==================== block 1
==> block_1/zoom.png <==
Window x 29 to 79, y 29 to 79 um. Cells in grey, sequential cells in the stronger grey; small squares are vias.
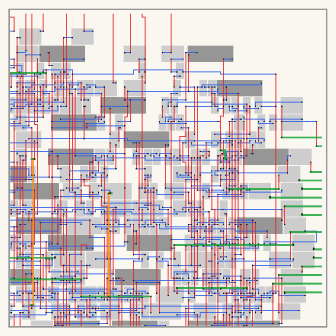

$ cat src/rtl/normalizer.sv
// Left-normalizes an adder-stage mantissa one bit per clock, decrementing the exponent per shift.
// Latency k+1 clocks for k leading zeros (max MANT_W); single operand in flight, held in DONE until out_ready.
module normalizer #(
  parameter int MANT_W = 28,
  parameter int EXP_W  = 8,
  parameter int CNT_W  = 5
) (
  input  logic              clk,
  input  logic              rst,
  input  logic              in_valid,
  output logic              in_ready,
  input  logic              sign_in,
  input  logic [EXP_W-1:0]  exp_in,
  input  logic [MANT_W-1:0] mantis_in,
  output logic              out_valid,
  input  logic              out_ready,
  output logic              sign_out,
  output logic [EXP_W-1:0]  exp_out,
  output logic [MANT_W-1:0] mantis_out,
  output logic [CNT_W-1:0]  shift_count,
  output logic              zero,
  output logic              underflow
);

  typedef enum logic [1:0] {IDLE, SHIFT, DONE} state_t;

  state_t state;

  assign in_ready  = (state == IDLE);
  assign out_valid = (state == DONE);

  // The output registers double as the working registers; they are only
  // qualified by out_valid once the FSM reaches DONE, where they hold.
  always_ff @(posedge clk) begin
    if (rst) begin
      state       <= IDLE;
      sign_out    <= 1'b0;
      exp_out     <= '0;
      mantis_out  <= '0;
      shift_count <= '0;
      zero        <= 1'b0;
      underflow   <= 1'b0;
    end else begin
      case (state)
        IDLE: begin
          if (in_valid) begin
            sign_out    <= sign_in;
            exp_out     <= exp_in;
            mantis_out  <= mantis_in;
            shift_count <= '0;
            zero        <= 1'b0;
            underflow   <= 1'b0;
            state       <= SHIFT;
          end
        end
        SHIFT: begin
          if (mantis_out == '0) begin
            zero    <= 1'b1;
            exp_out <= '0;
            state   <= DONE;
          end else if (mantis_out[MANT_W-1]) begin
            state <= DONE;
          end else if (exp_out == '0) begin
            // Exponent exhausted: stop without shifting so exp never wraps.
            underflow <= 1'b1;
            state     <= DONE;
          end else begin
            mantis_out  <= {mantis_out[MANT_W-2:0], 1'b0};
            exp_out     <= exp_out - EXP_W'(1);
            shift_count <= shift_count + CNT_W'(1);
          end
        end
        DONE: begin
          if (out_ready) state <= IDLE;
        end
        default: state <= IDLE;
      endcase
    end
  end

endmodule

$ cat config.mk
export PLATFORM = sky130hd
export DESIGN_NAME = normalizer
export DESIGN_NICKNAME = d
export VERILOG_FILES = /design/src/rtl/normalizer.sv
export SDC_FILE = /design/constraint.sdc
export NUM_CORES = 1
export LEC_CHECK = 0
export ABC_AREA = 1
export CORE_UTILIZATION = 45
export CTS_CLUSTER_DIAMETER = 30
export DETAILED_ROUTE_END_ITERATION = 8
export PLACE_DENSITY = 0.79
export SLEW_MARGIN = 20
export SYNTH_ARGS = -nofsm -noshare
export SYNTH_HDL_FRONTEND = slang
export SYNTH_SLANG_ARGS = --single-unit
$ cat constraint.sdc
create_clock -name clk -period 4.1 [get_ports clk]
set_input_delay 1.23 -clock clk [delete_from_list [all_inputs] [get_ports clk]]
set_output_delay 1.23 -clock clk [all_outputs]
set_load 0.05 [all_outputs]
==================== block 2
### config.mk
export PLATFORM = sky130hd
export DESIGN_NAME = conv2d_dilated_seq
export DESIGN_NICKNAME = d
export VERILOG_FILES = /design/src/rtl/conv2d_seq_pkg.sv /design/src/rtl/conv2d_seq_cnt.sv /design/src/rtl/conv2d_dilated_seq.sv
export SDC_FILE = /design/constraint.sdc
export NUM_CORES = 1
export LEC_CHECK = 0
export ABC_AREA = 1
export CAP_MARGIN = 10
export CORE_ASPECT_RATIO = 0.6
export CORE_MARGIN = 2
export CORE_UTILIZATION = 47
export DETAILED_ROUTE_END_ITERATION = 16
export MAX_ROUTING_LAYER = met4
export PLACE_DENSITY = 0.78
export SLEW_MARGIN = 20
export SYNTH_ARGS = -nofsm -noshare
export SYNTH_HDL_FRONTEND = slang
export SYNTH_SLANG_ARGS = --single-unit
### constraint.sdc
create_clock -name clk -period 3.35 [get_ports clk]
set_input_delay 0.335 -clock clk [delete_from_list [all_inputs] [get_ports clk]]
set_output_delay 0.335 -clock clk [all_outputs]
set_load 0.05 [all_outputs]
### src/rtl/conv2d_seq_pkg.sv
// Shared types and elaboration-time helpers for the dilated 2D convolution tap sequencer.
package conv2d_seq_pkg;

  typedef enum logic [1:0] {
    IDLE = 2'd0,
    RUN  = 2'd1,
    DONE = 2'd2
  } state_t;

  // Output extent along one axis for a padded, dilated, strided kernel.
  function automatic int out_dim(input int img, input int pad, input int dil,
                                 input int k, input int stride);
    return (img + 2 * pad - dil * (k - 1) - 1) / stride + 1;
  endfunction

  // A counter over n values never needs fewer than one bit.
  function automatic int cnt_width(input int n);
    return (n <= 2) ? 1 : $clog2(n);
  endfunction

endpackage

### src/rtl/conv2d_seq_cnt.sv
// One loop level of the convolution nest: counts 0..MAX-1 while enabled and wraps to 0.
module conv2d_seq_cnt
  import conv2d_seq_pkg::*;
#(
  parameter int MAX = 4,
  localparam int W = cnt_width(MAX)
) (
  input  logic         clk,
  input  logic         rst_n,
  input  logic         en,
  input  logic         clr,
  output logic         wrap,
  output logic [W-1:0] value
);

  // wrap flags the terminal value so the parent can chain carries into the next level.
  assign wrap = (value == W'(MAX - 1));

  always_ff @(posedge clk or negedge rst_n) begin
    if (!rst_n) begin
      value <= '0;
    end else if (clr) begin
      value <= '0;
    end else if (en) begin
      value <= wrap ? '0 : value + W'(1);
    end
  end

endmodule

### src/rtl/conv2d_dilated_seq.sv
// Tap address sequencer for a dilated, padded 2D convolution; walks oh/ow/ic/kh/kw and hands taps to a MAC.
module conv2d_dilated_seq
  import conv2d_seq_pkg::*;
#(
  parameter int IMG    = 32,
  parameter int CIN    = 3,
  parameter int KH     = 3,
  parameter int KW     = 5,
  parameter int PAD_H  = 2,
  parameter int PAD_W  = 4,
  parameter int DIL_H  = 2,
  parameter int DIL_W  = 2,
  parameter int STRIDE = 1,
  parameter int ADDR_W = 16
) (
  input  logic              clk,
  input  logic              rst_n,
  input  logic              start,
  output logic              busy,
  output logic              done,
  output logic              tap_valid,
  input  logic              tap_ready,
  output logic [ADDR_W-1:0] in_addr,
  output logic [ADDR_W-1:0] w_addr,
  output logic [ADDR_W-1:0] out_addr,
  output logic              tap_pad,
  output logic              tap_first,
  output logic              tap_last
);

  localparam int OH   = out_dim(IMG, PAD_H, DIL_H, KH, STRIDE);
  localparam int OW   = out_dim(IMG, PAD_W, DIL_W, KW, STRIDE);
  localparam int OH_W = cnt_width(OH);
  localparam int OW_W = cnt_width(OW);
  localparam int IC_W = cnt_width(CIN);
  localparam int KH_W = cnt_width(KH);
  localparam int KW_W = cnt_width(KW);

  state_t state, state_next;

  logic adv, clr, last_tap;
  logic kw_en, kh_en, ic_en, ow_en, oh_en;
  logic kw_wrap, kh_wrap, ic_wrap, ow_wrap, oh_wrap;
  logic [OH_W-1:0] oh_val;
  logic [OW_W-1:0] ow_val;
  logic [IC_W-1:0] ic_val;
  logic [KH_W-1:0] kh_val;
  logic [KW_W-1:0] kw_val;
  int ih, iw;

  // Counters only move on an accepted tap; outside RUN they are held at zero so every pass starts fresh.
  assign adv      = (state == RUN) && tap_ready;
  assign clr      = (state != RUN);
  assign kw_en    = adv;
  assign kh_en    = kw_en & kw_wrap;
  assign ic_en    = kh_en & kh_wrap;
  assign ow_en    = ic_en & ic_wrap;
  assign oh_en    = ow_en & ow_wrap;
  assign last_tap = kw_wrap & kh_wrap & ic_wrap & ow_wrap & oh_wrap;

  conv2d_seq_cnt #(.MAX(OH))  u_cnt_oh (.clk(clk), .rst_n(rst_n), .en(oh_en), .clr(clr), .wrap(oh_wrap), .value(oh_val));
  conv2d_seq_cnt #(.MAX(OW))  u_cnt_ow (.clk(clk), .rst_n(rst_n), .en(ow_en), .clr(clr), .wrap(ow_wrap), .value(ow_val));
  conv2d_seq_cnt #(.MAX(CIN)) u_cnt_ic (.clk(clk), .rst_n(rst_n), .en(ic_en), .clr(clr), .wrap(ic_wrap), .value(ic_val));
  conv2d_seq_cnt #(.MAX(KH))  u_cnt_kh (.clk(clk), .rst_n(rst_n), .en(kh_en), .clr(clr), .wrap(kh_wrap), .value(kh_val));
  conv2d_seq_cnt #(.MAX(KW))  u_cnt_kw (.clk(clk), .rst_n(rst_n), .en(kw_en), .clr(clr), .wrap(kw_wrap), .value(kw_val));

  always_ff @(posedge clk or negedge rst_n) begin
    if (!rst_n) begin
      state <= IDLE;
    end else begin
      state <= state_next;
    end
  end

  // start is only honoured from IDLE; a pass ends on acceptance of the final tap.
  always_comb begin
    state_next = state;
    busy       = 1'b0;
    done       = 1'b0;
    tap_valid  = 1'b0;
    case (state)
      IDLE: begin
        if (start) state_next = RUN;
      end
      RUN: begin
        busy      = 1'b1;
        tap_valid = 1'b1;
        if (adv && last_tap) state_next = DONE;
      end
      DONE: begin
        busy       = 1'b1;
        done       = 1'b1;
        state_next = IDLE;
      end
      default: state_next = IDLE;
    endcase
  end

  // Input coordinates go negative in the top/left padding, so they are evaluated as signed ints.
  always_comb begin
    ih        = int'(oh_val) * STRIDE - PAD_H + int'(kh_val) * DIL_H;
    iw        = int'(ow_val) * STRIDE - PAD_W + int'(kw_val) * DIL_W;
    tap_pad   = (ih < 0) || (ih >= IMG) || (iw < 0) || (iw >= IMG);
    in_addr   = tap_pad ? '0 : ADDR_W'(int'(ic_val) * IMG * IMG + ih * IMG + iw);
    w_addr    = ADDR_W'(int'(ic_val) * KH * KW + int'(kh_val) * KW + int'(kw_val));
    out_addr  = ADDR_W'(int'(oh_val) * OW + int'(ow_val));
    tap_first = (ic_val == '0) && (kh_val == '0) && (kw_val == '0);
    tap_last  = ic_wrap && kh_wrap && kw_wrap;
  end

endmodule


==> gallery <==
I/O pins on the die edge.
Scale: 4 px per um. Pins as bars across the die edge, other pins in grey.
picture 1
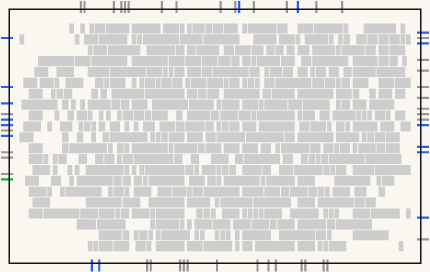
picture 2
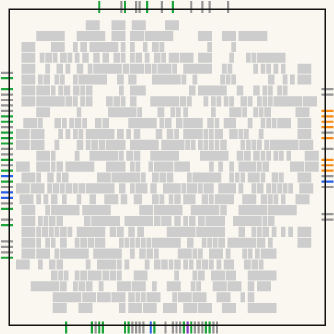
For block 1, see picture 2.
For block 2, see picture 1.

Key to picture 1:
done -> green  # pins 1, direction output, edge left
out_addr -> blue  # pins 16, direction output, edge 6 left, 6 right, 2 top, 2 bottom
all pins by edge = 16 top, 15 right, 15 bottom, 12 left

==> block_2/final_clocks.png <==
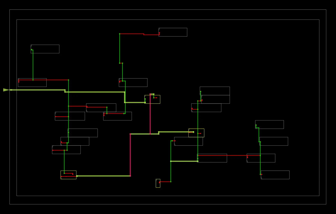
Final Skew: 8.02 ps
layout sequential cell count: 19
layout clock buffer count: 4
worst skew pair latency: 280 ps
TritonCTS Sinks: 19

==> results.tsv, block 2 <==
stage	metric	value	unit
run_status	outcome	finished with violations	
pwr	power.switching	1180	uW
finish	nonClkBufAreaFrac	21.5	%
final_timing	rsz0062_at_grt	yes	
global_routing	grt_pass1_vias	2905	
final_timing	setup_viol	11	
pwr	p_leak	0.00213	uW
synth	common_cells	inv_1 (73), nand2_1 (55), ha_1 (51)	
finish	fillCellCount	304	
finish	seq_area	483	sq um
floorplan	fp_util	48.9	%
setup_path	cp-start-kind	flip-flop	
global_routing	grt_usage	29.1	%
finish	nNetsFinal	516	
synth	most_common_cell	inv_1	
route	ant_nets	0	
clocking	cts-buffers-inserted	3	
synth	synth-xor-area-share	4.48	%
synth	area_leaders	ha_1 (23%), dfrtp_1 (17%), inv_1 (10%)	
finish	signal_buffers	96	
min_path	min_from	state[1]	
finish	fin_util	81.4	%
final_timing	setup_slack	-540	ps
synth	ys_cells	357	
synth	ys_ff	19	
finish	drive_gt1_share	50.2	%
pwr	p_seq_share	11.9	%
setup_path	cp_max_fo	3	
clocking	cts_tree	built	
clocking	postCtsSetupBuffers	32	
setup_path	critical_path_depth	12	
synth	ys_sh_simple	26.3	%
setup_path	critical_path.max_stage_delay	510	ps
setup_path	required	3010	ps
run_status	failed_checks	negative setup slack	
block 2: per-layer routing:
layer	up-vias	global-route usage [%]	wire (um)
li1	1285	-	-
met4	0	7.67	603
met5	-	-	0
met3	61	5.66	1040
met1	1478	37.8	4330
met2	216	46.6	5360
block 2: registers in the layout, summed over array words and instances (netlist names):
register and flops:
u_cnt_kh.value 2, state 2, u_cnt_ic.value 2, u_cnt_oh.value 5, u_cnt_ow.value 5, u_cnt_kw.value 3
==> block_1/final_clocks.png <==
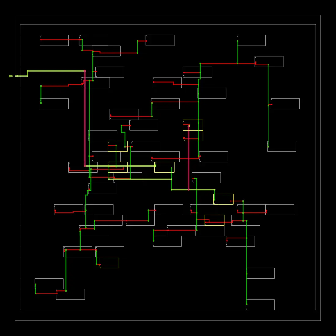
worst skew pair latency: 300 ps
Clk power: 324 uW
layout clock buffer count: 8
Final Skew: 7.26 ps
TritonCTS Sinks: 46

## Picture notes: block_1/zoom.png
met3 -> green
met2 -> red
met1 -> blue
met4 -> orange
cells with their middle in the window = 204
most frequent = nand2_1 (61), nor2_1 (32), clkdlybuf4s50_1 (24)
netlist names of flops here include = exp_out (6), mantis_out (3), shift_count (3)
sequential cells in the window = 14

==> results.tsv, block 1 <==
stage	metric	value	unit
synth	syn_inst	423	
setup_path	cp-start-kind	flip-flop	
clocking	cts_hold_buffers	0	
finish	clkCellAreaFrac	3.06	%
global_routing	top_usage_layer	met2	
clocking	cts_root_buf	clkbuf_8	
synth	most_common_cell	nand2_1	
floorplan	placementRows	27	
run_status	outcome	finished clean	
synth	ys_ff	46	
floorplan	core	5570	sq um
finish	seq_area	921	sq um
finish	fin_area	3600	sq um
finish	fillCellCount	537	
synth	yosysWarningCount	0	
synth	synth_top_area_share	34.9	%
## block 1: state kept, by name (all words and copies together) (netlist names)
| signal | cells |
|---|---|
| exp_out | 8 |
| mantis_out | 28 |
| shift_count | 5 |
| sign_out | 1 |
| state | 2 |
| underflow | 1 |
| zero | 1 |
## block 1: critical path, delay by kind of cell, from the launching register on
kind / cells / cell delay [ps]
buffers and inverters: 2 / 920
flip-flops: 1 / 430
AND/OR/NAND/NOR: 1 / 140


==> layout pictures side by side <==
Met3 routing.
Scale: 6 px per um.
panel A
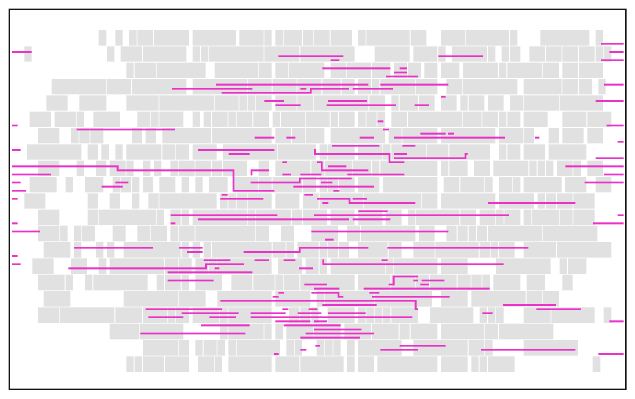
panel B
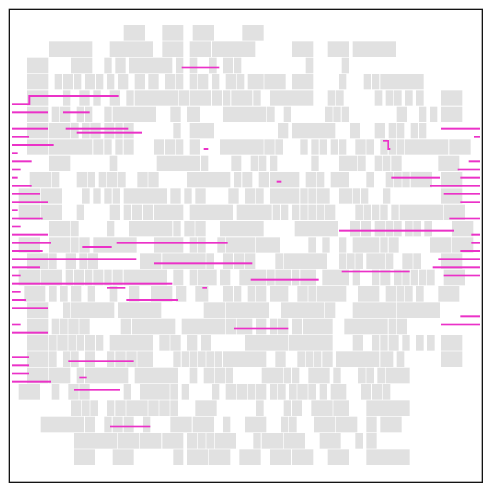
- block 1 = panel B
- block 2 = panel A

Key to panel B:
nets with wire on the layer = 63
share of all routed wire = 5.7%

No activity file was given, so power comes from the tool's default toggle rates.
